=== design 1 ===
### Clock wiring as the flow saved it, design 1

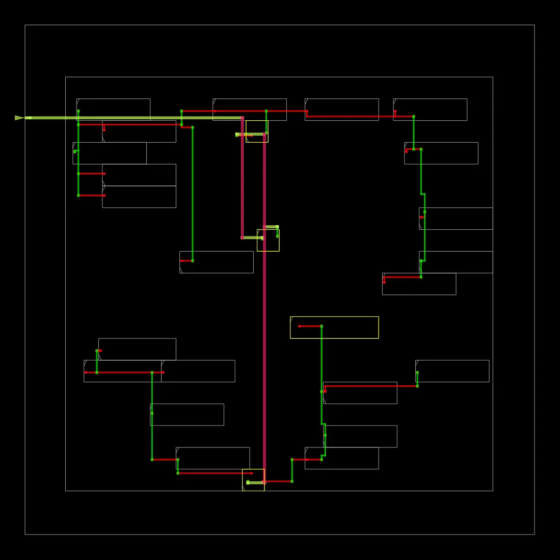

--- src/rtl/local_bus_arbiter.sv ---
// Purpose: arbitrates 68040 local-bus ownership between the CPU (parked owner) and NUM_EXT external masters.
// Latency: every output is registered; a request is seen at one edge and answered on the next.
// Backpressure: an owner is never preempted mid-transfer; grants are withdrawn and the arbiter waits for nBB high.
//
// Ports:
//   BCLK, nRESET     bus clock (rising edge) and asynchronous active-low reset
//   nBR, nLOCK, nBB  CPU request, CPU locked sequence, shared bus-busy (all active low)
//   nREQ / nGNT      per-master request / grant (active low; grants one-hot-or-none)
//   nBG              CPU grant (active low); parked low whenever no external master is involved
//   OWNER            0 = CPU, 1..NUM_EXT = external master index+1, 7 = none / transition
//   GNT_TO           one-cycle pulse when a granted master fails to take the bus in time
module local_bus_arbiter #(
  parameter int NUM_EXT     = 2,
  parameter int GNT_TIMEOUT = 8,
  parameter int MAX_TENURE  = 64
) (
  input  logic               BCLK,
  input  logic               nRESET,
  input  logic               nBR,
  input  logic               nLOCK,
  input  logic               nBB,
  input  logic [NUM_EXT-1:0] nREQ,
  output logic               nBG,
  output logic [NUM_EXT-1:0] nGNT,
  output logic [2:0]         OWNER,
  output logic               GNT_TO
);

  localparam int IW = (NUM_EXT > 1) ? $clog2(NUM_EXT) : 1;
  localparam int CW = IW + 1;
  localparam int TW = (GNT_TIMEOUT > 1) ? $clog2(GNT_TIMEOUT) : 1;
  localparam int MW = $clog2(MAX_TENURE + 1);

  typedef enum logic [2:0] {CPU_PARK, REVOKE, EXT_GRANT, EXT_OWN, HANDOFF} state_t;

  state_t             state, state_nx;
  logic [IW-1:0]      rr_ptr, rr_ptr_nx, cur_w, cur_w_nx;
  logic [TW-1:0]      to_cnt, to_cnt_nx;
  logic [MW-1:0]      ten_cnt, ten_cnt_nx;
  logic               nbg_nx, gnt_to_nx;
  logic [NUM_EXT-1:0] ngnt_nx;
  logic [2:0]         owner_nx;

  logic [NUM_EXT-1:0] req;
  logic               any_req, cur_req, others_wait;
  logic               sel_vld;
  logic [IW-1:0]      sel_idx, sel_nxt;
  logic [CW-1:0]      cand, nxt;

  assign req         = ~nREQ;
  assign any_req     = |req;
  assign cur_req     = req[cur_w];
  // CPU or any other master waiting makes the current owner's tenure limit bite.
  assign others_wait = ~nBR | (|(req & ~(NUM_EXT'(1) << cur_w)));

  // Round-robin pick: first requester at or after rr_ptr, which already points one
  // past the last granted master. Lowest offset wins, so the loop runs high to low.
  always_comb begin
    sel_vld = 1'b0;
    sel_idx = '0;
    cand    = '0;
    for (int k = NUM_EXT - 1; k >= 0; k--) begin
      cand = {1'b0, rr_ptr} + CW'(k);
      if (cand >= CW'(NUM_EXT)) cand = cand - CW'(NUM_EXT);
      if (req[cand[IW-1:0]]) begin
        sel_vld = 1'b1;
        sel_idx = cand[IW-1:0];
      end
    end
    nxt = {1'b0, sel_idx} + CW'(1);
    if (nxt >= CW'(NUM_EXT)) nxt = '0;
    sel_nxt = nxt[IW-1:0];
  end

  always_comb begin
    state_nx   = state;
    nbg_nx     = nBG;
    ngnt_nx    = nGNT;
    owner_nx   = OWNER;
    gnt_to_nx  = 1'b0;
    rr_ptr_nx  = rr_ptr;
    cur_w_nx   = cur_w;
    to_cnt_nx  = to_cnt;
    ten_cnt_nx = ten_cnt;
    case (state)
      CPU_PARK: begin
        nbg_nx   = 1'b0;
        owner_nx = 3'd0;
        // A locked CPU sequence must not be broken, so revocation waits for nLOCK.
        if (any_req && nLOCK) begin
          state_nx = REVOKE;
          nbg_nx   = 1'b1;
          owner_nx = 3'd7;
        end
      end
      REVOKE: begin
        if (nBB && nLOCK) begin
          if (sel_vld) begin
            state_nx  = EXT_GRANT;
            ngnt_nx   = ~(NUM_EXT'(1) << sel_idx);
            cur_w_nx  = sel_idx;
            rr_ptr_nx = sel_nxt;
            to_cnt_nx = '0;
          end else begin
            state_nx = CPU_PARK;
            nbg_nx   = 1'b0;
            owner_nx = 3'd0;
          end
        end
      end
      EXT_GRANT: begin
        to_cnt_nx = to_cnt + TW'(1);
        if (!nBB) begin
          state_nx   = EXT_OWN;
          owner_nx   = 3'(cur_w) + 3'd1;
          ten_cnt_nx = '0;
        end else if (!cur_req || to_cnt == TW'(GNT_TIMEOUT - 1)) begin
          // A dropped request is a clean withdrawal, not a timeout.
          state_nx  = REVOKE;
          ngnt_nx   = '1;
          gnt_to_nx = cur_req;
        end
      end
      EXT_OWN: begin
        if (ten_cnt < MW'(MAX_TENURE)) ten_cnt_nx = ten_cnt + MW'(1);
        if (!cur_req || (others_wait && ten_cnt >= MW'(MAX_TENURE))) ngnt_nx = '1;
        // Only hand off once the grant is already down and the master has let go.
        if (nBB && nGNT[cur_w]) begin
          state_nx = HANDOFF;
          owner_nx = 3'd7;
          ngnt_nx  = '1;
        end
      end
      HANDOFF: begin
        if (!nBR || !sel_vld) begin
          state_nx = CPU_PARK;
          nbg_nx   = 1'b0;
          owner_nx = 3'd0;
        end else begin
          state_nx  = EXT_GRANT;
          ngnt_nx   = ~(NUM_EXT'(1) << sel_idx);
          cur_w_nx  = sel_idx;
          rr_ptr_nx = sel_nxt;
          to_cnt_nx = '0;
        end
      end
      default: begin
        state_nx = CPU_PARK;
        nbg_nx   = 1'b0;
        ngnt_nx  = '1;
        owner_nx = 3'd0;
      end
    endcase
  end

  always_ff @(posedge BCLK or negedge nRESET) begin
    if (!nRESET) begin
      state   <= CPU_PARK;
      nBG     <= 1'b0;
      nGNT    <= '1;
      OWNER   <= 3'd0;
      GNT_TO  <= 1'b0;
      rr_ptr  <= '0;
      cur_w   <= '0;
      to_cnt  <= '0;
      ten_cnt <= '0;
    end else begin
      state   <= state_nx;
      nBG     <= nbg_nx;
      nGNT    <= ngnt_nx;
      OWNER   <= owner_nx;
      GNT_TO  <= gnt_to_nx;
      rr_ptr  <= rr_ptr_nx;
      cur_w   <= cur_w_nx;
      to_cnt  <= to_cnt_nx;
      ten_cnt <= ten_cnt_nx;
    end
  end

endmodule
--- config.mk ---
export PLATFORM = sky130hd
export DESIGN_NAME = local_bus_arbiter
export DESIGN_NICKNAME = d
export VERILOG_FILES = /design/src/rtl/local_bus_arbiter.sv
export SDC_FILE = /design/constraint.sdc
export NUM_CORES = 1
export LEC_CHECK = 0
export CAP_MARGIN = 20
export CORE_MARGIN = 5
export CORE_UTILIZATION = 43
export DETAILED_ROUTE_END_ITERATION = 6
export PLACE_DENSITY = 0.63
export SKIP_CTS_REPAIR_TIMING = 1
export SLEW_MARGIN = 25
export SYNTH_ARGS = -nofsm -noshare
export SYNTH_HDL_FRONTEND = slang
export SYNTH_SLANG_ARGS = --single-unit
--- constraint.sdc ---
create_clock -name BCLK -period 4.51 [get_ports BCLK]
set_input_delay 0.902 -clock BCLK [delete_from_list [all_inputs] [get_ports BCLK]]
set_output_delay 0.902 -clock BCLK [all_outputs]
set_load 0.01 [all_outputs]
=== design 2 ===
[src/rtl/fetch_unit.sv]
// fetch_unit -- instruction fetch stage of the single-cycle RV32 core.
//
// This block owns the program counter. It drives a synchronous instruction
// memory and presents one instruction per cycle, together with a valid flag,
// to the decoder. The decoder's branch_taken / imm12 / halt outputs for the
// current valid instruction either redirect the stream or freeze it.
//
// Parameters:
//   RESET_PC  PC loaded on reset (bits [1:0] must be zero)
//   IMEM_AW   instruction memory word-address width
//
// Ports:
//   clk           rising-edge clock
//   rst           synchronous, active-high reset
//   imem_addr     word address presented to memory (fetch_pc[IMEM_AW+1:2])
//   imem_rdata    memory word for the address presented in the previous cycle
//   stall         consumer cannot accept; hold the current instruction
//   branch_taken  redirect request for the current valid instruction
//   imm12         B-type offset (bit 0 zero), sign-extended to 32 bits
//   halt          halt request for the current valid instruction
//   instr         current instruction (0 while instr_valid is low)
//   instr_valid   instr/pc hold a live instruction
//   pc            address of instr
//   halted        fetch stopped until reset
//   misalign      misaligned redirect target trapped (optional port)
//
// Build option:
//   FETCH_MISALIGN_TRAP_EN  when defined, a redirect target with bit 1 set
//                           halts fetch and raises the sticky misalign port;
//                           otherwise target bits [1:0] are cleared and the
//                           redirect proceeds.

module fetch_unit #(
  parameter logic [31:0] RESET_PC = 32'h0000_0000,
  parameter int unsigned IMEM_AW  = 8
) (
  input  logic               clk,
  input  logic               rst,
  output logic [IMEM_AW-1:0] imem_addr,
  input  logic [31:0]        imem_rdata,
  input  logic               stall,
  input  logic               branch_taken,
  input  logic [11:0]        imm12,
  input  logic               halt,
  output logic [31:0]        instr,
  output logic               instr_valid,
  output logic [31:0]        pc,
  output logic               halted
`ifdef FETCH_MISALIGN_TRAP_EN
  ,
  output logic               misalign
`endif
);

  typedef enum logic [1:0] {
    FILL   = 2'd0,
    RUN    = 2'd1,
    HALTED = 2'd2
  } state_t;

  state_t      state;
  logic [31:0] fetch_pc;
  logic [31:0] hold_word;
  logic        hold_valid;
  logic [31:0] target;

  assign imem_addr = fetch_pc[IMEM_AW+1:2];
  assign target    = pc + {{20{imm12[11]}}, imm12};

  // Memory data lags the address by one cycle, so on the first stalled cycle
  // imem_rdata is still the live instruction; after that the memory already
  // returns the word at fetch_pc, hence the hold register takes over.
  always_comb begin
    instr = '0;
    if (instr_valid) begin
      instr = hold_valid ? hold_word : imem_rdata;
    end
  end

  // In RUN, instr_valid low marks the squashed slot that follows a redirect;
  // that slot advances exactly like the FILL cycle, with fetch_pc holding the
  // redirect target.
  always_ff @(posedge clk) begin
    if (rst) begin
      state       <= FILL;
      fetch_pc    <= RESET_PC;
      pc          <= RESET_PC;
      instr_valid <= 1'b0;
      halted      <= 1'b0;
      hold_word   <= '0;
      hold_valid  <= 1'b0;
`ifdef FETCH_MISALIGN_TRAP_EN
      misalign    <= 1'b0;
`endif
    end else begin
      case (state)
        FILL: begin
          if (!stall) begin
            pc          <= fetch_pc;
            fetch_pc    <= fetch_pc + 32'd4;
            instr_valid <= 1'b1;
            state       <= RUN;
          end
        end

        RUN: begin
          if (stall) begin
            if (!hold_valid) begin
              hold_word  <= imem_rdata;
              hold_valid <= 1'b1;
            end
          end else begin
            hold_valid <= 1'b0;
            if (!instr_valid) begin
              pc          <= fetch_pc;
              fetch_pc    <= fetch_pc + 32'd4;
              instr_valid <= 1'b1;
            end else if (halt) begin
              state       <= HALTED;
              instr_valid <= 1'b0;
              halted      <= 1'b1;
            end else if (branch_taken) begin
`ifdef FETCH_MISALIGN_TRAP_EN
              if (target[1]) begin
                state       <= HALTED;
                instr_valid <= 1'b0;
                halted      <= 1'b1;
                misalign    <= 1'b1;
              end else begin
                pc          <= fetch_pc;
                fetch_pc    <= target & ~32'h3;
                instr_valid <= 1'b0;
              end
`else
              pc          <= fetch_pc;
              fetch_pc    <= target & ~32'h3;
              instr_valid <= 1'b0;
`endif
            end else begin
              pc       <= fetch_pc;
              fetch_pc <= fetch_pc + 32'd4;
            end
          end
        end

        HALTED: begin
          // absorbing; only rst leaves
        end

        default: begin
          state       <= FILL;
          instr_valid <= 1'b0;
        end
      endcase
    end
  end

endmodule

[config.mk]
export PLATFORM = sky130hd
export DESIGN_NAME = fetch_unit
export DESIGN_NICKNAME = d
export VERILOG_FILES = /design/src/rtl/fetch_unit.sv
export SDC_FILE = /design/constraint.sdc
export NUM_CORES = 1
export LEC_CHECK = 0
export ABC_AREA = 1
export CORE_MARGIN = 2
export CORE_UTILIZATION = 50
export CTS_CLUSTER_SIZE = 16
export DETAILED_ROUTE_END_ITERATION = 6
export PLACE_DENSITY = 0.76
export SETUP_SLACK_MARGIN = 0.5
export SYNTH_ARGS = -nofsm -noshare
export SYNTH_HDL_FRONTEND = slang
export SYNTH_SLANG_ARGS = --single-unit
export TNS_END_PERCENT = 1
[constraint.sdc]
create_clock -name clk -period 2.3 [get_ports clk]
set_input_delay 0.46 -clock clk [delete_from_list [all_inputs] [get_ports clk]]
set_output_delay 0.46 -clock clk [all_outputs]
set_load 0.02 [all_outputs]
### A small window of the routed layout, design 2

Window x 68 to 118, y 68 to 118 um. Cells in grey, sequential cells in the stronger grey; small squares are vias.
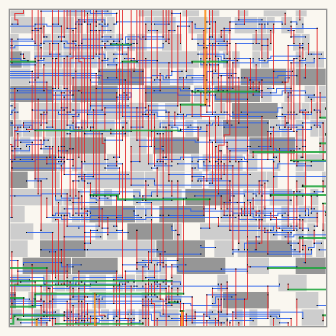
orange -> M4
green -> M3
red -> M2
blue -> M1
cells with their middle in the window = 245
most frequent = nand2_1 (62), a21oi_1 (29), inv_1 (23)
netlist names of flops here include = hold_word (20), fetch_pc (5)
sequential cells in the window = 25

==> flow_summary_export.csv, design 2 <==
group,metric,value,unit
worst_setup_path,crit_required,1.84,ns
synthesis,ff_type,"dfxtp_1",
global_route,grt_use_met3,4.17,%
die,core-area,0.0139,mm2
outcome,status,"finished clean",
worst_setup_path,setup.worst_path.end_class,"primary output",
detailed_routing,highest_layer,"met4",
synthesis,yosysMostFrequentCell,"nand2_1",
cts,postCtsHoldBufs,0,
final_layout,seqCellArea,0.00199,mm2
final_layout,inverters_excl_clock,164,
synthesis,synth_area,0.00715,mm2
final_layout,top_regs,"hold_word: 32 flops, fetch_pc: 30 flops, pc: 30 flops",
final_timing,finalHoldViolCount,0,
final_layout,n_sequential_cell,97,
detailed_routing,drc,0,
place,gp_congestion,0.959,
global_route,grt_pass1_wl,36500,um
power_and_ir_drop,p_leak,4.72,nW
### Signal metal coverage by tile, design 1

Scale: 4 px per um. 13 x 13 tiles, from dark purple (low) to yellow (high), scaled to the fullest tile. Values are wire area over tile area, all layers added.
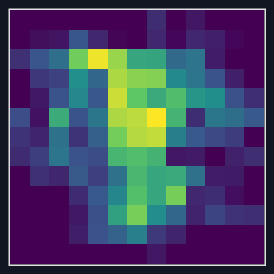
mean over tiles = 0.10
nearly empty tiles = 31%
tiles over half the peak = 19%
fullest tile = 0.40
emptiest ninth of the die = south-west
DR vias: 1,002
routed length per instance: 15.6 um
Post-Route WL: 2630 um
all-layer global routing usage: 14.5%

About 'Clock wiring as the flow saved it' of design 1:
Clock Skews: 0.0114 ns
Late-Pin Clk Latency: 0.33 ns
CLK BUF: 3
Seq Cell Count: 22
TritonCTS buffer count: 3

==> flow_summary_export.csv, design 1 <==
group,metric,value,unit
synthesis,adder_share,3.04,%
synthesis,top_area_share,40.5,%
place,gp_congestion,0.858,
final_timing,rsz0062_at_grt,"false",
global_route,grt_max_degree,23,
synthesis,synth-seq-cells,22,
final_timing,finalHoldViolCount,0,
outcome,status,"finished clean",
global_route,grt_use_met3,2.66,%
final_timing,slew_viol_final,0,
power_and_ir_drop,combPwrFrac,40.3,%
detailed_routing,drc,0,
final_layout,largest-register,"ten_cnt",
final_layout,largest_register_ff_count,7,
worst_setup_path,r2r-end,"OWNER[1]",
global_route,grt_pass1_vias,953,

==> screenshots <==
The metal 3 layer.
panel A
Scale: 4 px per um.
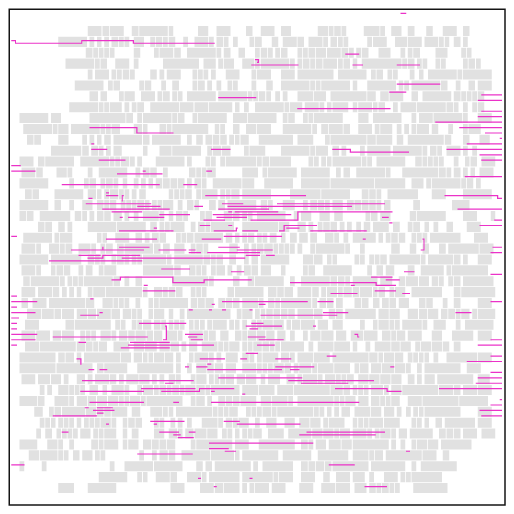
panel B
Scale: 8 px per um.
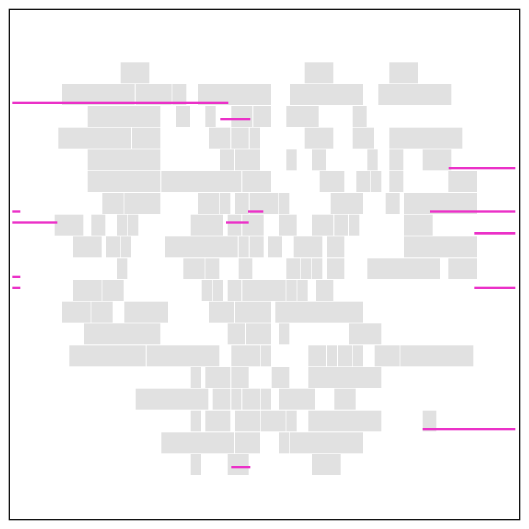
Panel A is design 2.
Panel B is design 1.
The one with the largest die is panel A.

Key to panel A:
share of all routed wire = 6.5%
longest straight run = 36.8 um
main direction = horizontal
wire length on this layer = 1,650 um
nets with wire on the layer = 172


=== design 3 ===
### Ports around the boundary, design 3

Scale: 2 px per um. Pins as bars across the die edge, other pins in grey.
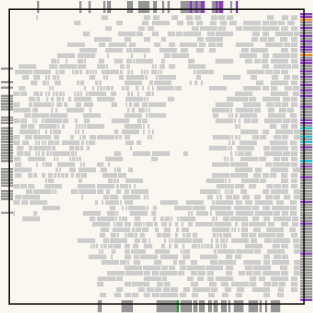

$ cat config.mk
export PLATFORM = sky130hd
export DESIGN_NAME = wishbone_burst_master_flat
export DESIGN_NICKNAME = d
export VERILOG_FILES = /design/src/rtl/wb_pkg.sv /design/src/rtl/wishbone_burst_master_if.sv /design/src/rtl/wishbone_burst_master.sv /design/src/flat_wrapper.sv
export SDC_FILE = /design/constraint.sdc
export NUM_CORES = 1
export LEC_CHECK = 0
export CAP_MARGIN = 20
export CORE_MARGIN = 1
export CORE_UTILIZATION = 35
export DETAILED_ROUTE_END_ITERATION = 12
export PLACE_DENSITY = 0.73
export SLEW_MARGIN = 5
export SYNTH_ARGS = -nofsm -noshare
export SYNTH_HDL_FRONTEND = slang
export SYNTH_SLANG_ARGS = --single-unit
$ cat constraint.sdc
create_clock -name clk_i -period 9.8 [get_ports clk_i]
set_clock_uncertainty 0.05 [all_clocks]
set_input_delay 1.96 -clock clk_i [delete_from_list [all_inputs] [get_ports clk_i]]
set_output_delay 1.96 -clock clk_i [all_outputs]
set_load 0.005 [all_outputs]
$ cat src/rtl/wb_pkg.sv
// Shared Wishbone definitions for the burst master.
// Cycle-type codes, burst-type extension and FSM state encoding.
package wb_pkg;

  localparam logic [2:0] CTI_CLASSIC = 3'b000;
  localparam logic [2:0] CTI_INCR    = 3'b010;
  localparam logic [2:0] CTI_EOB     = 3'b111;

  localparam logic [1:0] BTE_LINEAR  = 2'b00;

  typedef enum logic [2:0] {
    IDLE,
    ARB,
    BEAT,
    WDATA_WAIT,
    RETRY,
    DONE
  } state_e;

endpackage

$ cat src/rtl/wishbone_burst_master_if.sv
// Core-side request/stream signals and Wishbone bus signals of the burst master.
// The master modport is the DUT view; the slave modport is the environment view.
interface wishbone_burst_master_if #(
  parameter int DW      = 32,
  parameter int AW      = 32,
  parameter int LENW    = 4,
  parameter int TAGSIZE = 2
);
  localparam int SELW = DW / 8;

  logic               req_valid_i;
  logic               req_ready_o;
  logic [AW-1:0]      req_addr_i;
  logic               req_we_i;
  logic [SELW-1:0]    req_sel_i;
  logic [LENW-1:0]    req_len_i;
  logic [TAGSIZE-1:0] req_tag_i;
  logic [DW-1:0]      wdata_i;
  logic               wdata_valid_i;
  logic               wdata_ready_o;
  logic [DW-1:0]      rdata_o;
  logic [TAGSIZE-1:0] rdata_tag_o;
  logic               rdata_valid_o;
  logic               done_o;
  logic               err_o;
  logic [AW-1:0]      wb_adr_o;
  logic [DW-1:0]      wb_dat_o;
  logic [DW-1:0]      wb_dat_i;
  logic [SELW-1:0]    wb_sel_o;
  logic               wb_we_o;
  logic               wb_cyc_o;
  logic               wb_stb_o;
  logic [2:0]         wb_cti_o;
  logic [1:0]         wb_bte_o;
  logic               wb_lock_o;
  logic [TAGSIZE-1:0] wb_tga_o;
  logic [TAGSIZE-1:0] wb_tgc_o;
  logic [TAGSIZE-1:0] wb_tgd_o;
  logic [TAGSIZE-1:0] wb_tgd_i;
  logic               wb_ack_i;
  logic               wb_err_i;
  logic               wb_rty_i;
  logic               wb_gnt_i;

  modport master (
    input  req_valid_i, req_addr_i, req_we_i, req_sel_i,
    input  req_len_i, req_tag_i, wdata_i, wdata_valid_i,
    input  wb_dat_i, wb_tgd_i, wb_ack_i, wb_err_i,
    input  wb_rty_i, wb_gnt_i,
    output req_ready_o, wdata_ready_o, rdata_o, rdata_tag_o,
    output rdata_valid_o, done_o, err_o,
    output wb_adr_o, wb_dat_o, wb_sel_o, wb_we_o, wb_cyc_o,
    output wb_stb_o, wb_cti_o, wb_bte_o, wb_lock_o,
    output wb_tga_o, wb_tgc_o, wb_tgd_o
  );

  modport slave (
    output req_valid_i, req_addr_i, req_we_i, req_sel_i,
    output req_len_i, req_tag_i, wdata_i, wdata_valid_i,
    output wb_dat_i, wb_tgd_i, wb_ack_i, wb_err_i,
    output wb_rty_i, wb_gnt_i,
    input  req_ready_o, wdata_ready_o, rdata_o, rdata_tag_o,
    input  rdata_valid_o, done_o, err_o,
    input  wb_adr_o, wb_dat_o, wb_sel_o, wb_we_o, wb_cyc_o,
    input  wb_stb_o, wb_cti_o, wb_bte_o, wb_lock_o,
    input  wb_tga_o, wb_tgc_o, wb_tgd_o
  );

endinterface

$ cat src/rtl/wishbone_burst_master.sv
// Wishbone B4 registered-feedback master: single and incrementing bursts,
// with per-beat retry limit, error abort and streamed write/read data.
module wishbone_burst_master #(
  parameter int DW        = 32,
  parameter int AW        = 32,
  parameter int MAX_BURST = 16,
  parameter int LENW      = $clog2(MAX_BURST),
  parameter int TAGSIZE   = 2,
  parameter int MAX_RETRY = 3
) (
  input  logic clk_i,
  input  logic rst_i,
  wishbone_burst_master_if.master bus
);
  import wb_pkg::*;

  localparam int SELW = DW / 8;
  localparam int OFFW = $clog2(SELW);
  localparam int RW   = $clog2(MAX_RETRY + 1);

  state_e             state_q, state_n;
  logic [AW-1:0]      addr_q, addr_n;
  logic               we_q, we_n;
  logic [SELW-1:0]    sel_q, sel_n;
  logic [LENW-1:0]    len_q, len_n;
  logic [LENW-1:0]    beat_q, beat_n;
  logic [TAGSIZE-1:0] tag_q, tag_n;
  logic [RW-1:0]      rty_q, rty_n;
  logic               errf_q, errf_n;
  logic               take_w, rd_beat, cyc_n;

  logic               ready_q, cyc_q, stb_q, lock_q, wbwe_q;
  logic               done_q, err_q, rvalid_q;
  logic [AW-1:0]      adr_q;
  logic [DW-1:0]      dat_q, rdata_q;
  logic [SELW-1:0]    wbsel_q;
  logic [2:0]         cti_q;
  logic [TAGSIZE-1:0] wbtag_q, rtag_q;

  always_ff @(posedge clk_i or posedge rst_i) begin
    if (rst_i) state_q <= IDLE;
    else       state_q <= state_n;
  end

  always_comb begin
    state_n = state_q;
    addr_n  = addr_q;
    we_n    = we_q;
    sel_n   = sel_q;
    len_n   = len_q;
    beat_n  = beat_q;
    tag_n   = tag_q;
    rty_n   = rty_q;
    errf_n  = errf_q;
    take_w  = 1'b0;
    rd_beat = 1'b0;
    unique case (state_q)
      IDLE: if (bus.req_valid_i && ready_q) begin
        addr_n  = bus.req_addr_i;
        we_n    = bus.req_we_i;
        sel_n   = bus.req_sel_i;
        len_n   = bus.req_len_i;
        tag_n   = bus.req_tag_i;
        beat_n  = '0;
        rty_n   = '0;
        errf_n  = 1'b0;
        state_n = ARB;
      end
      ARB: if (bus.wb_gnt_i) begin
        if (we_q && !bus.wdata_valid_i) begin
          state_n = WDATA_WAIT;
        end else begin
          take_w  = we_q;
          state_n = BEAT;
        end
      end
      BEAT: begin
        if (bus.wb_err_i) begin
          errf_n  = 1'b1;
          state_n = DONE;
        end else if (bus.wb_rty_i) begin
          if (rty_q == RW'(MAX_RETRY)) begin
            errf_n  = 1'b1;
            state_n = DONE;
          end else begin
            rty_n   = rty_q + RW'(1);
            state_n = RETRY;
          end
        end else if (bus.wb_ack_i) begin
          rty_n   = '0;
          rd_beat = !we_q;
          if (beat_q == len_q) begin
            state_n = DONE;
          end else begin
            beat_n = beat_q + LENW'(1);
            if (we_q) begin
              if (bus.wdata_valid_i) take_w = 1'b1;
              else                   state_n = WDATA_WAIT;
            end
          end
        end
      end
      WDATA_WAIT: if (bus.wdata_valid_i) begin
        take_w  = 1'b1;
        state_n = BEAT;
      end
      RETRY:   state_n = BEAT;
      DONE:    state_n = IDLE;
      default: state_n = IDLE;
    endcase
    cyc_n = (state_n != IDLE) && (state_n != DONE);
  end

  // Bus outputs are registered from the next state so they line up with it.
  always_ff @(posedge clk_i or posedge rst_i) begin
    if (rst_i) begin
      addr_q   <= '0;
      we_q     <= 1'b0;
      sel_q    <= '0;
      len_q    <= '0;
      beat_q   <= '0;
      tag_q    <= '0;
      rty_q    <= '0;
      errf_q   <= 1'b0;
      ready_q  <= 1'b0;
      cyc_q    <= 1'b0;
      stb_q    <= 1'b0;
      lock_q   <= 1'b0;
      wbwe_q   <= 1'b0;
      adr_q    <= '0;
      cti_q    <= CTI_CLASSIC;
      wbsel_q  <= '0;
      wbtag_q  <= '0;
      dat_q    <= '0;
      rvalid_q <= 1'b0;
      rdata_q  <= '0;
      rtag_q   <= '0;
      done_q   <= 1'b0;
      err_q    <= 1'b0;
    end else begin
      addr_q   <= addr_n;
      we_q     <= we_n;
      sel_q    <= sel_n;
      len_q    <= len_n;
      beat_q   <= beat_n;
      tag_q    <= tag_n;
      rty_q    <= rty_n;
      errf_q   <= errf_n;
      ready_q  <= state_n == IDLE;
      cyc_q    <= cyc_n;
      stb_q    <= state_n == BEAT;
      lock_q   <= cyc_n && (len_n != '0);
      wbwe_q   <= cyc_n && we_n;
      adr_q    <= cyc_n ? addr_n + (AW'(beat_n) << OFFW) : '0;
      cti_q    <= (!cyc_n || len_n == '0) ? CTI_CLASSIC :
                  (beat_n == len_n) ? CTI_EOB : CTI_INCR;
      wbsel_q  <= cyc_n ? sel_n : '0;
      wbtag_q  <= cyc_n ? tag_n : '0;
      if (take_w) dat_q <= bus.wdata_i;
      rvalid_q <= rd_beat;
      if (rd_beat) begin
        rdata_q <= bus.wb_dat_i;
        rtag_q  <= bus.wb_tgd_i;
      end
      done_q   <= state_n == DONE;
      err_q    <= (state_n == DONE) && errf_n;
    end
  end

  assign bus.req_ready_o   = ready_q;
  assign bus.wdata_ready_o = take_w;
  assign bus.rdata_o       = rdata_q;
  assign bus.rdata_tag_o   = rtag_q;
  assign bus.rdata_valid_o = rvalid_q;
  assign bus.done_o        = done_q;
  assign bus.err_o         = err_q;
  assign bus.wb_adr_o      = adr_q;
  assign bus.wb_dat_o      = dat_q;
  assign bus.wb_sel_o      = wbsel_q;
  assign bus.wb_we_o       = wbwe_q;
  assign bus.wb_cyc_o      = cyc_q;
  assign bus.wb_stb_o      = stb_q;
  assign bus.wb_cti_o      = cti_q;
  assign bus.wb_bte_o      = BTE_LINEAR;
  assign bus.wb_lock_o     = lock_q;
  assign bus.wb_tga_o      = wbtag_q;
  assign bus.wb_tgc_o      = wbtag_q;
  assign bus.wb_tgd_o      = wbtag_q;

endmodule

$ cat src/flat_wrapper.sv
// flat-port wrapper written by rule: the top's interface ports become plain ports
module wishbone_burst_master_flat import wb_pkg::*;
#(
  parameter int DW        = 32,
  parameter int AW        = 32,
  parameter int MAX_BURST = 16,
  parameter int LENW      = $clog2(MAX_BURST),
  parameter int TAGSIZE   = 2,
  parameter int MAX_RETRY = 3
)
  (clk_i, rst_i, bus_req_valid_i, bus_req_addr_i, bus_req_we_i, bus_req_sel_i, bus_req_len_i, bus_req_tag_i, bus_wdata_i, bus_wdata_valid_i, bus_wb_dat_i, bus_wb_tgd_i, bus_wb_ack_i, bus_wb_err_i, bus_wb_rty_i, bus_wb_gnt_i, bus_req_ready_o, bus_wdata_ready_o, bus_rdata_o, bus_rdata_tag_o, bus_rdata_valid_o, bus_done_o, bus_err_o, bus_wb_adr_o, bus_wb_dat_o, bus_wb_sel_o, bus_wb_we_o, bus_wb_cyc_o, bus_wb_stb_o, bus_wb_cti_o, bus_wb_bte_o, bus_wb_lock_o, bus_wb_tga_o, bus_wb_tgc_o, bus_wb_tgd_o);
  wishbone_burst_master_if #(.DW(DW), .AW(AW), .LENW(LENW), .TAGSIZE(TAGSIZE)) bus_i ();
  input  logic clk_i;
  input  logic rst_i;
  input wire logic [$bits(bus_i.req_valid_i)-1:0] bus_req_valid_i;
  input wire logic [$bits(bus_i.req_addr_i)-1:0] bus_req_addr_i;
  input wire logic [$bits(bus_i.req_we_i)-1:0] bus_req_we_i;
  input wire logic [$bits(bus_i.req_sel_i)-1:0] bus_req_sel_i;
  input wire logic [$bits(bus_i.req_len_i)-1:0] bus_req_len_i;
  input wire logic [$bits(bus_i.req_tag_i)-1:0] bus_req_tag_i;
  input wire logic [$bits(bus_i.wdata_i)-1:0] bus_wdata_i;
  input wire logic [$bits(bus_i.wdata_valid_i)-1:0] bus_wdata_valid_i;
  input wire logic [$bits(bus_i.wb_dat_i)-1:0] bus_wb_dat_i;
  input wire logic [$bits(bus_i.wb_tgd_i)-1:0] bus_wb_tgd_i;
  input wire logic [$bits(bus_i.wb_ack_i)-1:0] bus_wb_ack_i;
  input wire logic [$bits(bus_i.wb_err_i)-1:0] bus_wb_err_i;
  input wire logic [$bits(bus_i.wb_rty_i)-1:0] bus_wb_rty_i;
  input wire logic [$bits(bus_i.wb_gnt_i)-1:0] bus_wb_gnt_i;
  output wire logic [$bits(bus_i.req_ready_o)-1:0] bus_req_ready_o;
  output wire logic [$bits(bus_i.wdata_ready_o)-1:0] bus_wdata_ready_o;
  output wire logic [$bits(bus_i.rdata_o)-1:0] bus_rdata_o;
  output wire logic [$bits(bus_i.rdata_tag_o)-1:0] bus_rdata_tag_o;
  output wire logic [$bits(bus_i.rdata_valid_o)-1:0] bus_rdata_valid_o;
  output wire logic [$bits(bus_i.done_o)-1:0] bus_done_o;
  output wire logic [$bits(bus_i.err_o)-1:0] bus_err_o;
  output wire logic [$bits(bus_i.wb_adr_o)-1:0] bus_wb_adr_o;
  output wire logic [$bits(bus_i.wb_dat_o)-1:0] bus_wb_dat_o;
  output wire logic [$bits(bus_i.wb_sel_o)-1:0] bus_wb_sel_o;
  output wire logic [$bits(bus_i.wb_we_o)-1:0] bus_wb_we_o;
  output wire logic [$bits(bus_i.wb_cyc_o)-1:0] bus_wb_cyc_o;
  output wire logic [$bits(bus_i.wb_stb_o)-1:0] bus_wb_stb_o;
  output wire logic [$bits(bus_i.wb_cti_o)-1:0] bus_wb_cti_o;
  output wire logic [$bits(bus_i.wb_bte_o)-1:0] bus_wb_bte_o;
  output wire logic [$bits(bus_i.wb_lock_o)-1:0] bus_wb_lock_o;
  output wire logic [$bits(bus_i.wb_tga_o)-1:0] bus_wb_tga_o;
  output wire logic [$bits(bus_i.wb_tgc_o)-1:0] bus_wb_tgc_o;
  output wire logic [$bits(bus_i.wb_tgd_o)-1:0] bus_wb_tgd_o;
  assign bus_i.req_valid_i = bus_req_valid_i;
  assign bus_i.req_addr_i = bus_req_addr_i;
  assign bus_i.req_we_i = bus_req_we_i;
  assign bus_i.req_sel_i = bus_req_sel_i;
  assign bus_i.req_len_i = bus_req_len_i;
  assign bus_i.req_tag_i = bus_req_tag_i;
  assign bus_i.wdata_i = bus_wdata_i;
  assign bus_i.wdata_valid_i = bus_wdata_valid_i;
  assign bus_i.wb_dat_i = bus_wb_dat_i;
  assign bus_i.wb_tgd_i = bus_wb_tgd_i;
  assign bus_i.wb_ack_i = bus_wb_ack_i;
  assign bus_i.wb_err_i = bus_wb_err_i;
  assign bus_i.wb_rty_i = bus_wb_rty_i;
  assign bus_i.wb_gnt_i = bus_wb_gnt_i;
  assign bus_req_ready_o = bus_i.req_ready_o;
  assign bus_wdata_ready_o = bus_i.wdata_ready_o;
  assign bus_rdata_o = bus_i.rdata_o;
  assign bus_rdata_tag_o = bus_i.rdata_tag_o;
  assign bus_rdata_valid_o = bus_i.rdata_valid_o;
  assign bus_done_o = bus_i.done_o;
  assign bus_err_o = bus_i.err_o;
  assign bus_wb_adr_o = bus_i.wb_adr_o;
  assign bus_wb_dat_o = bus_i.wb_dat_o;
  assign bus_wb_sel_o = bus_i.wb_sel_o;
  assign bus_wb_we_o = bus_i.wb_we_o;
  assign bus_wb_cyc_o = bus_i.wb_cyc_o;
  assign bus_wb_stb_o = bus_i.wb_stb_o;
  assign bus_wb_cti_o = bus_i.wb_cti_o;
  assign bus_wb_bte_o = bus_i.wb_bte_o;
  assign bus_wb_lock_o = bus_i.wb_lock_o;
  assign bus_wb_tga_o = bus_i.wb_tga_o;
  assign bus_wb_tgc_o = bus_i.wb_tgc_o;
  assign bus_wb_tgd_o = bus_i.wb_tgd_o;
  wishbone_burst_master #(.DW(DW), .AW(AW), .MAX_BURST(MAX_BURST), .LENW(LENW), .TAGSIZE(TAGSIZE), .MAX_RETRY(MAX_RETRY)) u_core (.clk_i(clk_i), .rst_i(rst_i), .bus(bus_i));
endmodule
=== design 4 ===
**config.mk**
```make
export PLATFORM = sky130hd
export DESIGN_NAME = id_ex_reg
export DESIGN_NICKNAME = d
export VERILOG_FILES = /design/src/rtl/id_ex_reg.sv
export SDC_FILE = /design/constraint.sdc
export NUM_CORES = 1
export LEC_CHECK = 0
export ABC_AREA = 1
export CAP_MARGIN = 20
export CORE_MARGIN = 4
export CORE_UTILIZATION = 34
export DETAILED_ROUTE_END_ITERATION = 8
export GPL_TIMING_DRIVEN = 0
export PLACE_DENSITY_LB_ADDON = 0.3
export SYNTH_ARGS = -nofsm -noshare
export SYNTH_HDL_FRONTEND = slang
export SYNTH_SLANG_ARGS = --single-unit
export TNS_END_PERCENT = 50
```
**constraint.sdc**
```tcl
create_clock -name clk -period 1.1 [get_ports clk]
set_input_delay 0.165 -clock clk [delete_from_list [all_inputs] [get_ports clk]]
set_output_delay 0.165 -clock clk [all_outputs]
set_load 0.005 [all_outputs]
```
**src/rtl/id_ex_reg.sv**
```systemverilog
// ID/EX pipeline register: one-cycle capture of decoded operands and control,
// with stall hold, flush/invalid bubbles and ALU source-select sanitising.
module id_ex_reg #(
  parameter int            DW       = 16,
  parameter int            SW       = 8,
  parameter logic [SW-1:0] ZERO_SEL = SW'(8'b00010000)
) (
  input  logic          clk,
  input  logic          rst,
  input  logic          stall,
  input  logic          flush,
  input  logic          in_valid,
  input  logic [DW-1:0] in_data_rx,
  input  logic [DW-1:0] in_data_ry,
  input  logic [DW-1:0] in_imm3,
  input  logic [DW-1:0] in_imm8,
  input  logic [DW-1:0] in_data_IN,
  input  logic [DW-1:0] in_data_SP,
  input  logic [DW-1:0] in_data_T,
  input  logic [DW-1:0] in_data_pc,
  input  logic [SW-1:0] in_ALU_Src1,
  input  logic [SW-1:0] in_ALU_Src2,
  input  logic [3:0]    in_ALU_Op,
  input  logic          in_reg_write,
  input  logic          in_mem_read,
  input  logic          in_mem_write,
  input  logic [3:0]    in_wb_addr,
  output logic [DW-1:0] out_data_rx,
  output logic [DW-1:0] out_data_ry,
  output logic [DW-1:0] out_imm3,
  output logic [DW-1:0] out_imm8,
  output logic [DW-1:0] out_data_IN,
  output logic [DW-1:0] out_data_SP,
  output logic [DW-1:0] out_data_T,
  output logic [DW-1:0] out_data_pc,
  output logic [SW-1:0] out_ALU_Src1,
  output logic [SW-1:0] out_ALU_Src2,
  output logic [3:0]    out_ALU_Op,
  output logic          out_reg_write,
  output logic          out_mem_read,
  output logic          out_mem_write,
  output logic [3:0]    out_wb_addr,
  output logic          out_valid,
  output logic          out_sel_err
);

  typedef struct packed {
    logic [DW-1:0] data_rx;
    logic [DW-1:0] data_ry;
    logic [DW-1:0] imm3;
    logic [DW-1:0] imm8;
    logic [DW-1:0] data_in;
    logic [DW-1:0] data_sp;
    logic [DW-1:0] data_t;
    logic [DW-1:0] data_pc;
    logic [SW-1:0] alu_src1;
    logic [SW-1:0] alu_src2;
    logic [3:0]    alu_op;
    logic          reg_write;
    logic          mem_read;
    logic          mem_write;
    logic [3:0]    wb_addr;
    logic          valid;
    logic          sel_err;
  } stage_t;

  function automatic logic sel_legal(input logic [SW-1:0] code);
    return code inside {SW'(8'b00000101), SW'(8'b00010000), SW'(8'b00010001),
                        SW'(8'b00010010), SW'(8'b00001000), SW'(8'b00001001),
                        SW'(8'b00001010), SW'(8'b00010011)};
  endfunction

  stage_t bubble;
  stage_t loaded;
  stage_t nxt;
  stage_t q;
  logic   src1_ok;
  logic   src2_ok;
  logic   sel_ok;

  always_comb begin
    // NOTE: every always_comb output gets a full default first so no path can infer a latch.
    bubble          = '0;
    bubble.alu_src1 = ZERO_SEL;
    bubble.alu_src2 = ZERO_SEL;

    src1_ok = sel_legal(in_ALU_Src1);
    src2_ok = sel_legal(in_ALU_Src2);
    sel_ok  = src1_ok && src2_ok;

    loaded           = '0;
    loaded.data_rx   = in_data_rx;
    loaded.data_ry   = in_data_ry;
    loaded.imm3      = in_imm3;
    loaded.imm8      = in_imm8;
    loaded.data_in   = in_data_IN;
    loaded.data_sp   = in_data_SP;
    loaded.data_t    = in_data_T;
    loaded.data_pc   = in_data_pc;
    // An illegal select is neutralised to the zero source and the instruction
    // is stripped of side effects, but still flows on so the error is visible.
    loaded.alu_src1  = src1_ok ? in_ALU_Src1 : ZERO_SEL;
    loaded.alu_src2  = src2_ok ? in_ALU_Src2 : ZERO_SEL;
    loaded.alu_op    = in_ALU_Op;
    loaded.reg_write = in_reg_write && sel_ok;
    loaded.mem_read  = in_mem_read  && sel_ok;
    loaded.mem_write = in_mem_write && sel_ok;
    loaded.wb_addr   = in_wb_addr;
    loaded.valid     = 1'b1;
    loaded.sel_err   = !sel_ok;

    nxt = in_valid ? loaded : bubble;
  end

  // Priority: reset, flush, stall, load.
  always_ff @(posedge clk) begin
    // NOTE: sequential state uses non-blocking assignment so all flops update together.
    if (!rst)        q <= bubble;
    else if (flush)  q <= bubble;
    else if (!stall) q <= nxt;
  end

  assign out_data_rx   = q.data_rx;
  assign out_data_ry   = q.data_ry;
  assign out_imm3      = q.imm3;
  assign out_imm8      = q.imm8;
  assign out_data_IN   = q.data_in;
  assign out_data_SP   = q.data_sp;
  assign out_data_T    = q.data_t;
  assign out_data_pc   = q.data_pc;
  assign out_ALU_Src1  = q.alu_src1;
  assign out_ALU_Src2  = q.alu_src2;
  assign out_ALU_Op    = q.alu_op;
  assign out_reg_write = q.reg_write;
  assign out_mem_read  = q.mem_read;
  assign out_mem_write = q.mem_write;
  assign out_wb_addr   = q.wb_addr;
  assign out_valid     = q.valid;
  assign out_sel_err   = q.sel_err;

endmodule

```
=== design 5 ===
### src/rtl/sos_pkg.sv
// Shared constants and types for the biquad section stream driver.
// Coefficient addresses map straight onto the shadow/active register index.
package sos_pkg;

    localparam int DW     = 24;
    localparam int N_COEF = 5;

    localparam logic [2:0] COEF_B0 = 3'd0;
    localparam logic [2:0] COEF_B1 = 3'd1;
    localparam logic [2:0] COEF_B2 = 3'd2;
    localparam logic [2:0] COEF_A1 = 3'd3;
    localparam logic [2:0] COEF_A2 = 3'd4;

    typedef enum logic [1:0] {
        S_IDLE  = 2'd0,
        S_ISSUE = 2'd1,
        S_WAIT  = 2'd2
    } state_t;

    function automatic logic is_coef_addr(input logic [2:0] addr);
        return addr <= COEF_A2;
    endfunction

endpackage

### src/rtl/sos_sync_fifo.sv
// Synchronous FIFO with a registered occupancy count and a fall-through head.
// Pushes into a full FIFO are refused even if a pop happens in the same cycle.
module sos_sync_fifo #(
    parameter int WIDTH = 24,
    parameter int DEPTH = 4
) (
    input  logic                         clk,
    input  logic                         rst_n,
    input  logic                         push,
    input  logic [WIDTH-1:0]             push_data,
    input  logic                         pop,
    output logic [WIDTH-1:0]             head,
    output logic [$clog2(DEPTH+1)-1:0]   count
);

    localparam int AW = (DEPTH > 1) ? $clog2(DEPTH) : 1;
    localparam int CW = $clog2(DEPTH + 1);

    logic [WIDTH-1:0] mem [DEPTH];
    logic [AW-1:0]    wr_ptr;
    logic [AW-1:0]    rd_ptr;
    logic             full;
    logic             empty;
    logic             do_push;
    logic             do_pop;

    assign full    = (count == CW'(DEPTH));
    assign empty   = (count == '0);
    assign do_push = push && !full;
    assign do_pop  = pop && !empty;
    assign head    = mem[rd_ptr];

    // Power-of-two depth lets the pointers wrap naturally.
    always_ff @(posedge clk or negedge rst_n) begin
        if (!rst_n) begin
            wr_ptr <= '0;
            rd_ptr <= '0;
            count  <= '0;
            for (int i = 0; i < DEPTH; i++) begin
                mem[i] <= '0;
            end
        end else begin
            if (do_push) begin
                mem[wr_ptr] <= push_data;
                wr_ptr      <= wr_ptr + 1'b1;
            end
            if (do_pop) begin
                rd_ptr <= rd_ptr + 1'b1;
            end
            case ({do_push, do_pop})
                2'b10:   count <= count + 1'b1;
                2'b01:   count <= count - 1'b1;
                default: ;
            endcase
        end
    end

endmodule

### src/rtl/sos_stream_driver.sv
// Feeds one biquad section a sample at a time from an input FIFO and returns its results
// through a 2-entry output buffer; owns the shadow/active coefficient registers.
//
// state   | meaning
// --------+------------------------------------------------------------
// S_IDLE  | waiting for work; applies a pending coefficient commit first
// S_ISSUE | one-cycle sos_valid_in pulse, pops the input FIFO
// S_WAIT  | sample outstanding; waits for sos_valid_out or the timeout
module sos_stream_driver
    import sos_pkg::*;
#(
    parameter int DW         = sos_pkg::DW,
    parameter int FIFO_DEPTH = 4,
    parameter int TIMEOUT    = 16
) (
    input  logic          clk,
    input  logic          rst_n,
    input  logic [DW-1:0] s_data,
    input  logic          s_valid,
    output logic          s_ready,
    output logic [DW-1:0] m_data,
    output logic          m_valid,
    input  logic          m_ready,
    input  logic          cfg_we,
    input  logic [2:0]    cfg_addr,
    input  logic [DW-1:0] cfg_wdata,
    input  logic          cfg_commit,
    output logic [DW-1:0] sos_data_in,
    output logic          sos_valid_in,
    output logic [DW-1:0] sos_b0,
    output logic [DW-1:0] sos_b1,
    output logic [DW-1:0] sos_b2,
    output logic [DW-1:0] sos_a1,
    output logic [DW-1:0] sos_a2,
    input  logic [DW-1:0] sos_data_out,
    input  logic          sos_valid_out,
    output logic          busy,
    output logic          err
);

    localparam int ICW       = $clog2(FIFO_DEPTH + 1);
    localparam int TW        = $clog2(TIMEOUT + 1);
    localparam int OUT_DEPTH = 2;

    state_t         state;
    state_t         state_next;
    logic [ICW-1:0] in_count;
    logic [DW-1:0]  in_head;
    logic           in_pop;
    logic           in_full;
    logic [1:0]     out_count;
    logic           out_push;
    logic [TW-1:0]  wait_cnt;
    logic           commit_pend;
    logic           do_commit;
    logic           timeout_hit;
    logic           stray_strobe;
    logic [DW-1:0]  shadow [N_COEF];
    logic [DW-1:0]  active [N_COEF];

    assign in_full = (in_count == ICW'(FIFO_DEPTH));
    assign s_ready = !in_full;

    sos_sync_fifo #(
        .WIDTH (DW),
        .DEPTH (FIFO_DEPTH)
    ) u_in_fifo (
        .clk       (clk),
        .rst_n     (rst_n),
        .push      (s_valid),
        .push_data (s_data),
        .pop       (in_pop),
        .head      (in_head),
        .count     (in_count)
    );

    sos_sync_fifo #(
        .WIDTH (DW),
        .DEPTH (OUT_DEPTH)
    ) u_out_buf (
        .clk       (clk),
        .rst_n     (rst_n),
        .push      (out_push),
        .push_data (sos_data_out),
        .pop       (m_valid && m_ready),
        .head      (m_data),
        .count     (out_count)
    );

    assign m_valid      = (out_count != 2'd0);
    assign sos_valid_in = (state == S_ISSUE);
    assign busy         = (state != S_IDLE) || (in_count != '0) || commit_pend;
    assign stray_strobe = sos_valid_out && (state != S_WAIT);

    // A commit blocks issue so coefficients only ever change with nothing in flight.
    always_comb begin
        state_next  = state;
        in_pop      = 1'b0;
        out_push    = 1'b0;
        do_commit   = 1'b0;
        timeout_hit = 1'b0;
        case (state)
            S_IDLE: begin
                if (commit_pend) begin
                    do_commit = 1'b1;
                end else if ((in_count != '0) && (out_count < 2'd2)) begin
                    state_next = S_ISSUE;
                end
            end
            S_ISSUE: begin
                in_pop     = 1'b1;
                state_next = S_WAIT;
            end
            S_WAIT: begin
                if (sos_valid_out) begin
                    out_push   = 1'b1;
                    state_next = S_IDLE;
                end else if (wait_cnt == '0) begin
                    timeout_hit = 1'b1;
                    state_next  = S_IDLE;
                end
            end
            default: state_next = S_IDLE;
        endcase
    end

    always_ff @(posedge clk or negedge rst_n) begin
        if (!rst_n) begin
            state       <= S_IDLE;
            wait_cnt    <= '0;
            sos_data_in <= '0;
            err         <= 1'b0;
            commit_pend <= 1'b0;
        end else begin
            state <= state_next;
            if (state == S_ISSUE) begin
                wait_cnt <= TW'(TIMEOUT - 1);
            end else if ((state == S_WAIT) && (wait_cnt != '0)) begin
                wait_cnt <= wait_cnt - 1'b1;
            end
            if ((state == S_IDLE) && (state_next == S_ISSUE)) begin
                sos_data_in <= in_head;
            end
            if (timeout_hit || stray_strobe) begin
                err <= 1'b1;
            end
            if (cfg_commit) begin
                commit_pend <= 1'b1;
            end else if (do_commit) begin
                commit_pend <= 1'b0;
            end
        end
    end

    // Nonblocking copy means a same-cycle cfg_we lands after the commit snapshot.
    always_ff @(posedge clk or negedge rst_n) begin
        if (!rst_n) begin
            for (int i = 0; i < N_COEF; i++) begin
                shadow[i] <= '0;
                active[i] <= '0;
            end
        end else begin
            if (cfg_we && is_coef_addr(cfg_addr)) begin
                shadow[cfg_addr] <= cfg_wdata;
            end
            if (do_commit) begin
                for (int i = 0; i < N_COEF; i++) begin
                    active[i] <= shadow[i];
                end
            end
        end
    end

    assign sos_b0 = active[COEF_B0];
    assign sos_b1 = active[COEF_B1];
    assign sos_b2 = active[COEF_B2];
    assign sos_a1 = active[COEF_A1];
    assign sos_a2 = active[COEF_A2];

endmodule

### config.mk
export PLATFORM = sky130hd
export DESIGN_NAME = sos_stream_driver
export DESIGN_NICKNAME = d
export VERILOG_FILES = /design/src/rtl/sos_pkg.sv /design/src/rtl/sos_sync_fifo.sv /design/src/rtl/sos_stream_driver.sv
export SDC_FILE = /design/constraint.sdc
export NUM_CORES = 1
export LEC_CHECK = 0
export CORE_ASPECT_RATIO = 0.75
export CORE_MARGIN = 4
export CORE_UTILIZATION = 54
export CTS_CLUSTER_SIZE = 14
export DETAILED_ROUTE_END_ITERATION = 7
export PLACE_DENSITY = 0.8
export SLEW_MARGIN = 20
export SYNTH_ARGS = -nofsm -noshare
export SYNTH_HDL_FRONTEND = slang
export SYNTH_SLANG_ARGS = --single-unit
### constraint.sdc
create_clock -name clk -period 3 [get_ports clk]
set_input_delay 0.6 -clock clk [delete_from_list [all_inputs] [get_ports clk]]
set_output_delay 0.6 -clock clk [all_outputs]
set_load 0.02 [all_outputs]
### Clock wiring as the flow saved it, design 3

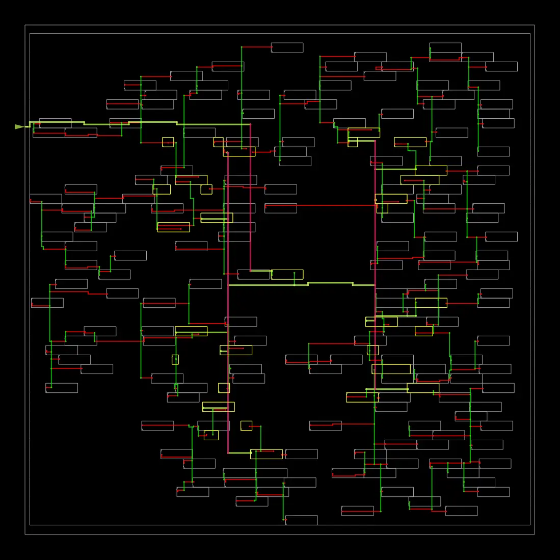
Clock group: 0.000681 W
Sink Count: 166
Seq Cell Count: 166

### A small window of the routed layout, design 3

Window x 85 to 135, y 85 to 135 um. Cells in grey, sequential cells in the stronger grey; small squares are vias.
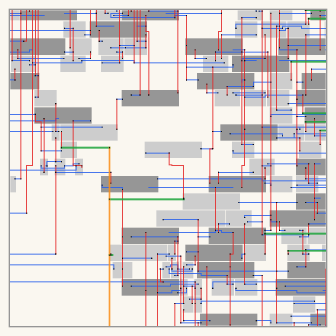
red -> M2
blue -> M1
orange -> M4
green -> M3
cells with their middle in the window = 81
netlist names of flops here include = u_core.bus.rdata_o (18), u_core.bus.wb_sel_o (3), u_core.sel_q (2)
most frequent = dfrtp_1 (26), clkdlybuf4s50_1 (24), mux2_2 (12)
sequential cells in the window = 26

About 'Ports around the boundary' of design 3:
green -> bus_wdata_ready_o  # pins 1, direction output, edge south
purple -> bus_rdata_o  # pins 32, direction output, edge 24 east, 8 north
orange -> bus_rdata_tag_o  # pins 2, direction output, edge east
cyan -> bus_req_sel_i  # pins 4, direction input, edge east
all pins by edge = 106 east, 56 south, 40 north, 37 west
die height: 147 um
# port buffers: 236
die width: 147 um

==> flow_summary_export.csv, design 3 <==
group,metric,value,unit
final_timing,period_used_share,62.3,%
synthesis,yosysTopAreaCell,"dfrtp_1",
outcome,status,"finished clean",
detailed_routing,vias_per_cell,4.77,
final_timing,worst_slew_margin_rel,31.6,%
detailed_routing,met2_length,9230,um
synthesis,adder_share,1.30,%
detailed_routing,drt-total-wl,19100,um
detailed_routing,drc,0,
final_layout,diodes,0,
power_and_ir_drop,power_density,282,mW/mm2
final_layout,final_common_cell,"clkdlybuf4s50_1",
worst_setup_path,cp_common_cell,"clkdlybuf4s50_1",
global_route,grt-ovfl-total,0,
worst_setup_path,max_stage_delay,0.55,ns
final_timing,rsz0062_at_grt,"false",
global_route,grt_pass1_wl,30800,um
### Ports around the boundary, design 5

Scale: 2 px per um. Pins as bars across the die edge, other pins in grey.
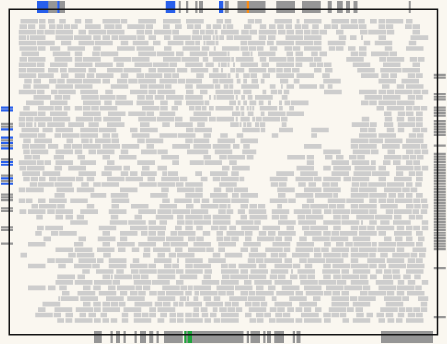
green -> cfg_addr  # pins 3, direction input, edge south
orange -> m_ready  # pins 1, direction input, edge north
blue -> s_data  # pins 24, direction input, edge 14 north, 10 west

### Clock wiring as the flow saved it, design 5

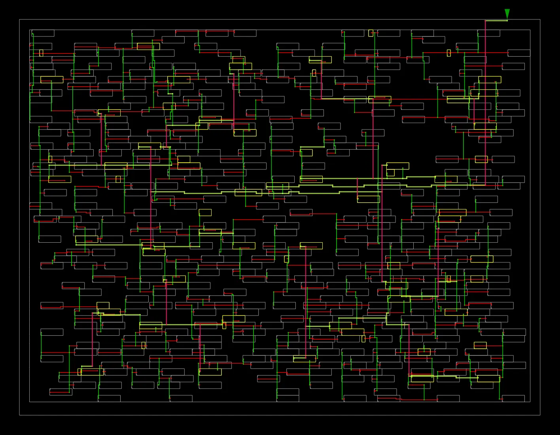
Sink Count: 428
Clock Skews: 0.0186 ns
Seq Cell Count: 428

==> flow_summary_export.csv, design 5 <==
group,metric,value,unit
outcome,status,"finished clean",
worst_setup_path,cp.depth,3,
cts,clk_path_buf_depth,3,
place,placed_area,0.0202,mm2
worst_setup_path,reg2reg_depth,8,
final_layout,top_regs,"shadow: 120 flops, u_in_fifo.mem: 96 flops, u_out_buf.mem: 48 flops",
global_route,grt_pass1_wl,58400,um
final_timing,slew_viol_final,0,
worst_setup_path,r2r-end,"u_in_fifo.count[2]",
cts,root_buffer,"clkbuf_16",
run,warning_count,30,
worst_setup_path,timing.rr.start,"u_in_fifo.count[1]",
synthesis,adder_share,0.703,%
final_layout,drive_gt1_share,40.9,%
detailed_routing,vias_per_cell,5.49,
worst_setup_path,crit_path_top_delay_cell,"clkdlybuf4s50_1",
die,floorplan.core_util,54.7,%
synthesis,synth_area,0.0171,mm2
final_layout,fill_cells,2100,
die,chipArea,0.0346,mm2
worst_setup_path,startpoint_type,"flop",
final_layout,stdcell_count,1731,
final_layout,largest_register_ff_count,120,
die,tap_cells,406,
synthesis,simple_gate_share,1.44,%
final_timing,setup_tns,0,ns
final_layout,stdcell_area,0.0216,mm2
### Clock wiring as the flow saved it, design 4

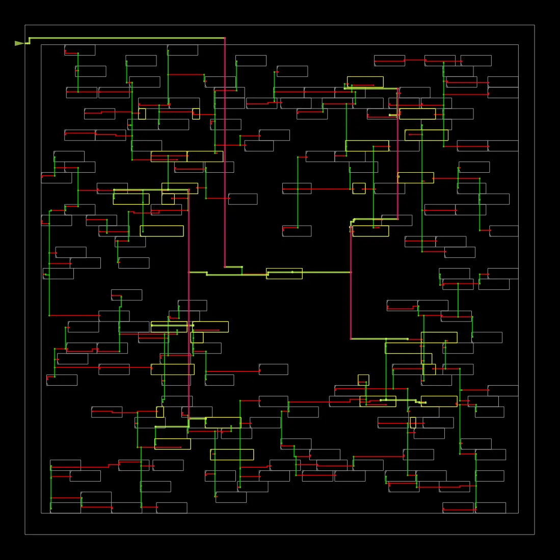
Clock group: 0.00642 W
Seq Cell Count: 157

==> flow_summary_export.csv, design 4 <==
group,metric,value,unit
outcome,status,"finished clean",
worst_setup_path,path_cells,"clkdlybuf4s50_1, nand2_4, inv_8, clkbuf_16, buf_8, a22o_1",
global_route,grt_pass1_wl,24400,um
place,io_buffers,316,
cts,path_clk_slew,0.06,ns
detailed_routing,wl_per_cell,17.3,um
final_timing,finalHoldViolCount,0,
worst_setup_path,timing.rr.start,"out_data_rx[12]",
worst_setup_path,crit_path_start,"stall",
synthesis,synth_area,0.00507,mm2
worst_setup_path,max_stage_delay,0.47,ns
final_layout,synthToLayoutAreaGrowth,73.0,%
detailed_routing,drt-total-wl,16900,um
worst_hold_path,hold_end,"out_ALU_Src1[2]",
power_and_ir_drop,power_switching,0.00278,W
power_and_ir_drop,comb-power,0.00110,W
power_and_ir_drop,pwr-share-seq,43.8,%
final_timing,finalSetupViolations,0,
worst_setup_path,cp.depth,6,
power_and_ir_drop,p_leak,4.20,nW
final_layout,clk_share,7.34,%
die,chipArea,0.0169,mm2
final_timing,worst_pin_slew,0.182,ns
final_timing,whs,0.0538,ns
final_layout,stdcell_count,979,
worst_setup_path,critPathBufInv,4,
final_layout,final_common_cell,"buf_2",
detailed_routing,wl_met3,2060,um
synthesis,yosys-dominant-comb-family,"AND-OR/OR-AND gates",
synthesis,seq_area_frac_synth,61.9,%
power_and_ir_drop,power_density,1520,mW/mm2
final_timing,fin_ws,0.0284,ns
worst_hold_path,hold_path_class,"in2reg",
cts,cts_sinks,157,
detailed_routing,dr.first_iter.drc_count,104,
final_layout,stdcell_area,0.00878,mm2
power_and_ir_drop,power,0.0134,W
global_route,top_usage_layer,"met2",

## Gallery

Signal wires on met4.
Plate I
Scale: 2 px per um. Supply wires on this layer in grey.
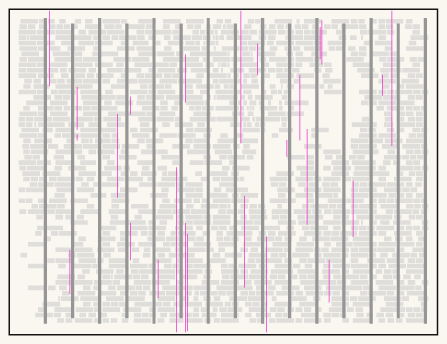
Plate II
Scale: 3 px per um. Supply wires on this layer in grey.
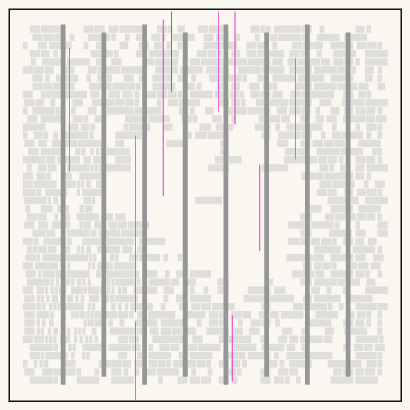
Plate III
Scale: 2 px per um. Supply wires on this layer in grey.
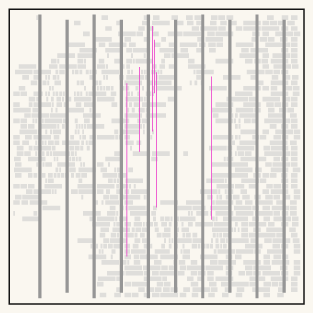
design 5 -> Plate I
design 3 -> Plate III
design 4 -> Plate II



## Gallery

The metal 3 layer.
shot_01.png
Scale: 2 px per um.
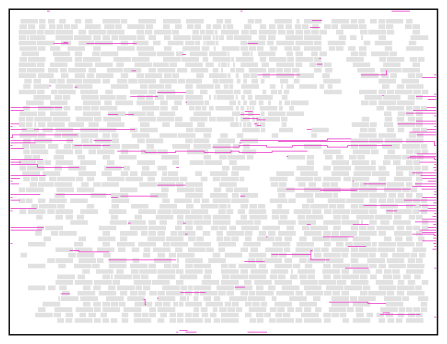
shot_02.png
Scale: 4 px per um.
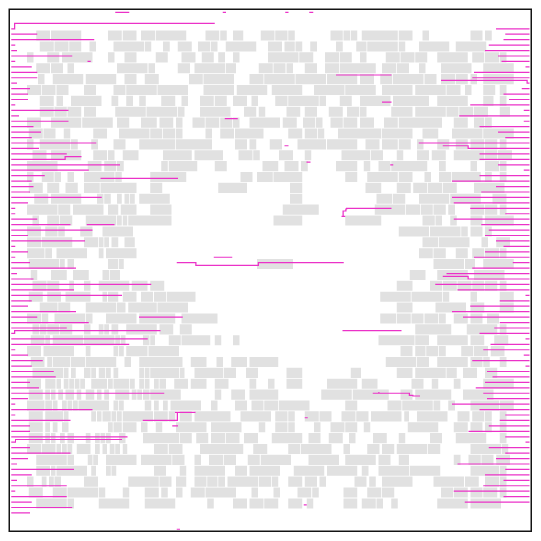
shot_03.png
Scale: 3 px per um.
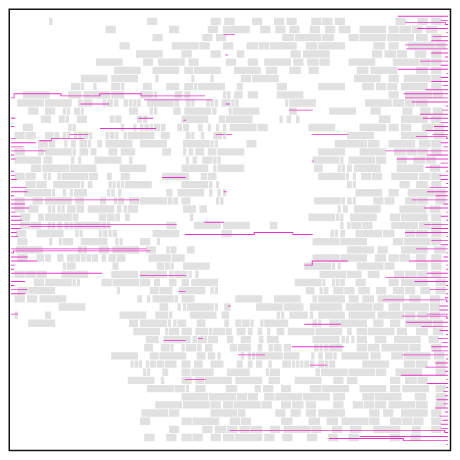
The one with the largest die is shot_01.png.
shot_02.png is design 4.
shot_01.png is design 5.
shot_03.png is design 3.

Key to shot_03.png:
wire length on this layer = 1,390 um
share of all routed wire = 7.3%
longest straight run = 71.5 um
main direction = horizontal


## Gallery

Ports around the boundary.
(a)
Scale: 6 px per um. Pins as bars across the die edge, other pins in grey.
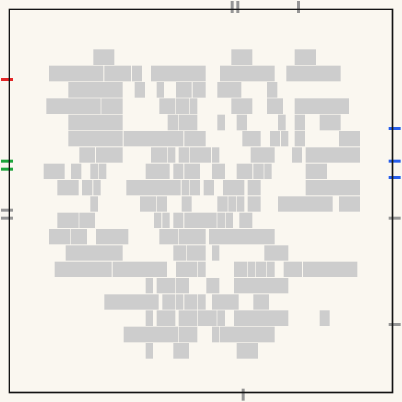
(b)
Scale: 3 px per um. Pins as bars across the die edge, other pins in grey.
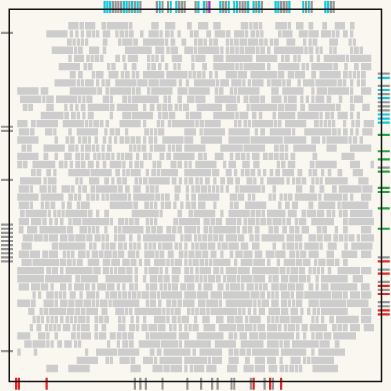
(c)
Scale: 3 px per um. Pins as bars across the die edge, other pins in grey.
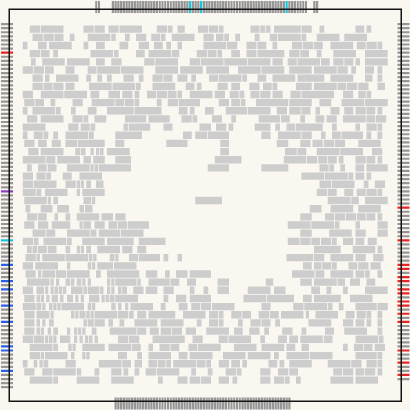
Of these, smallest die: (a)
Of these, fewest pins: (a)
(b) is design 2.
(a) is design 1.
(c) is design 4.

No activity file was given, so power comes from the tool's default toggle rates.
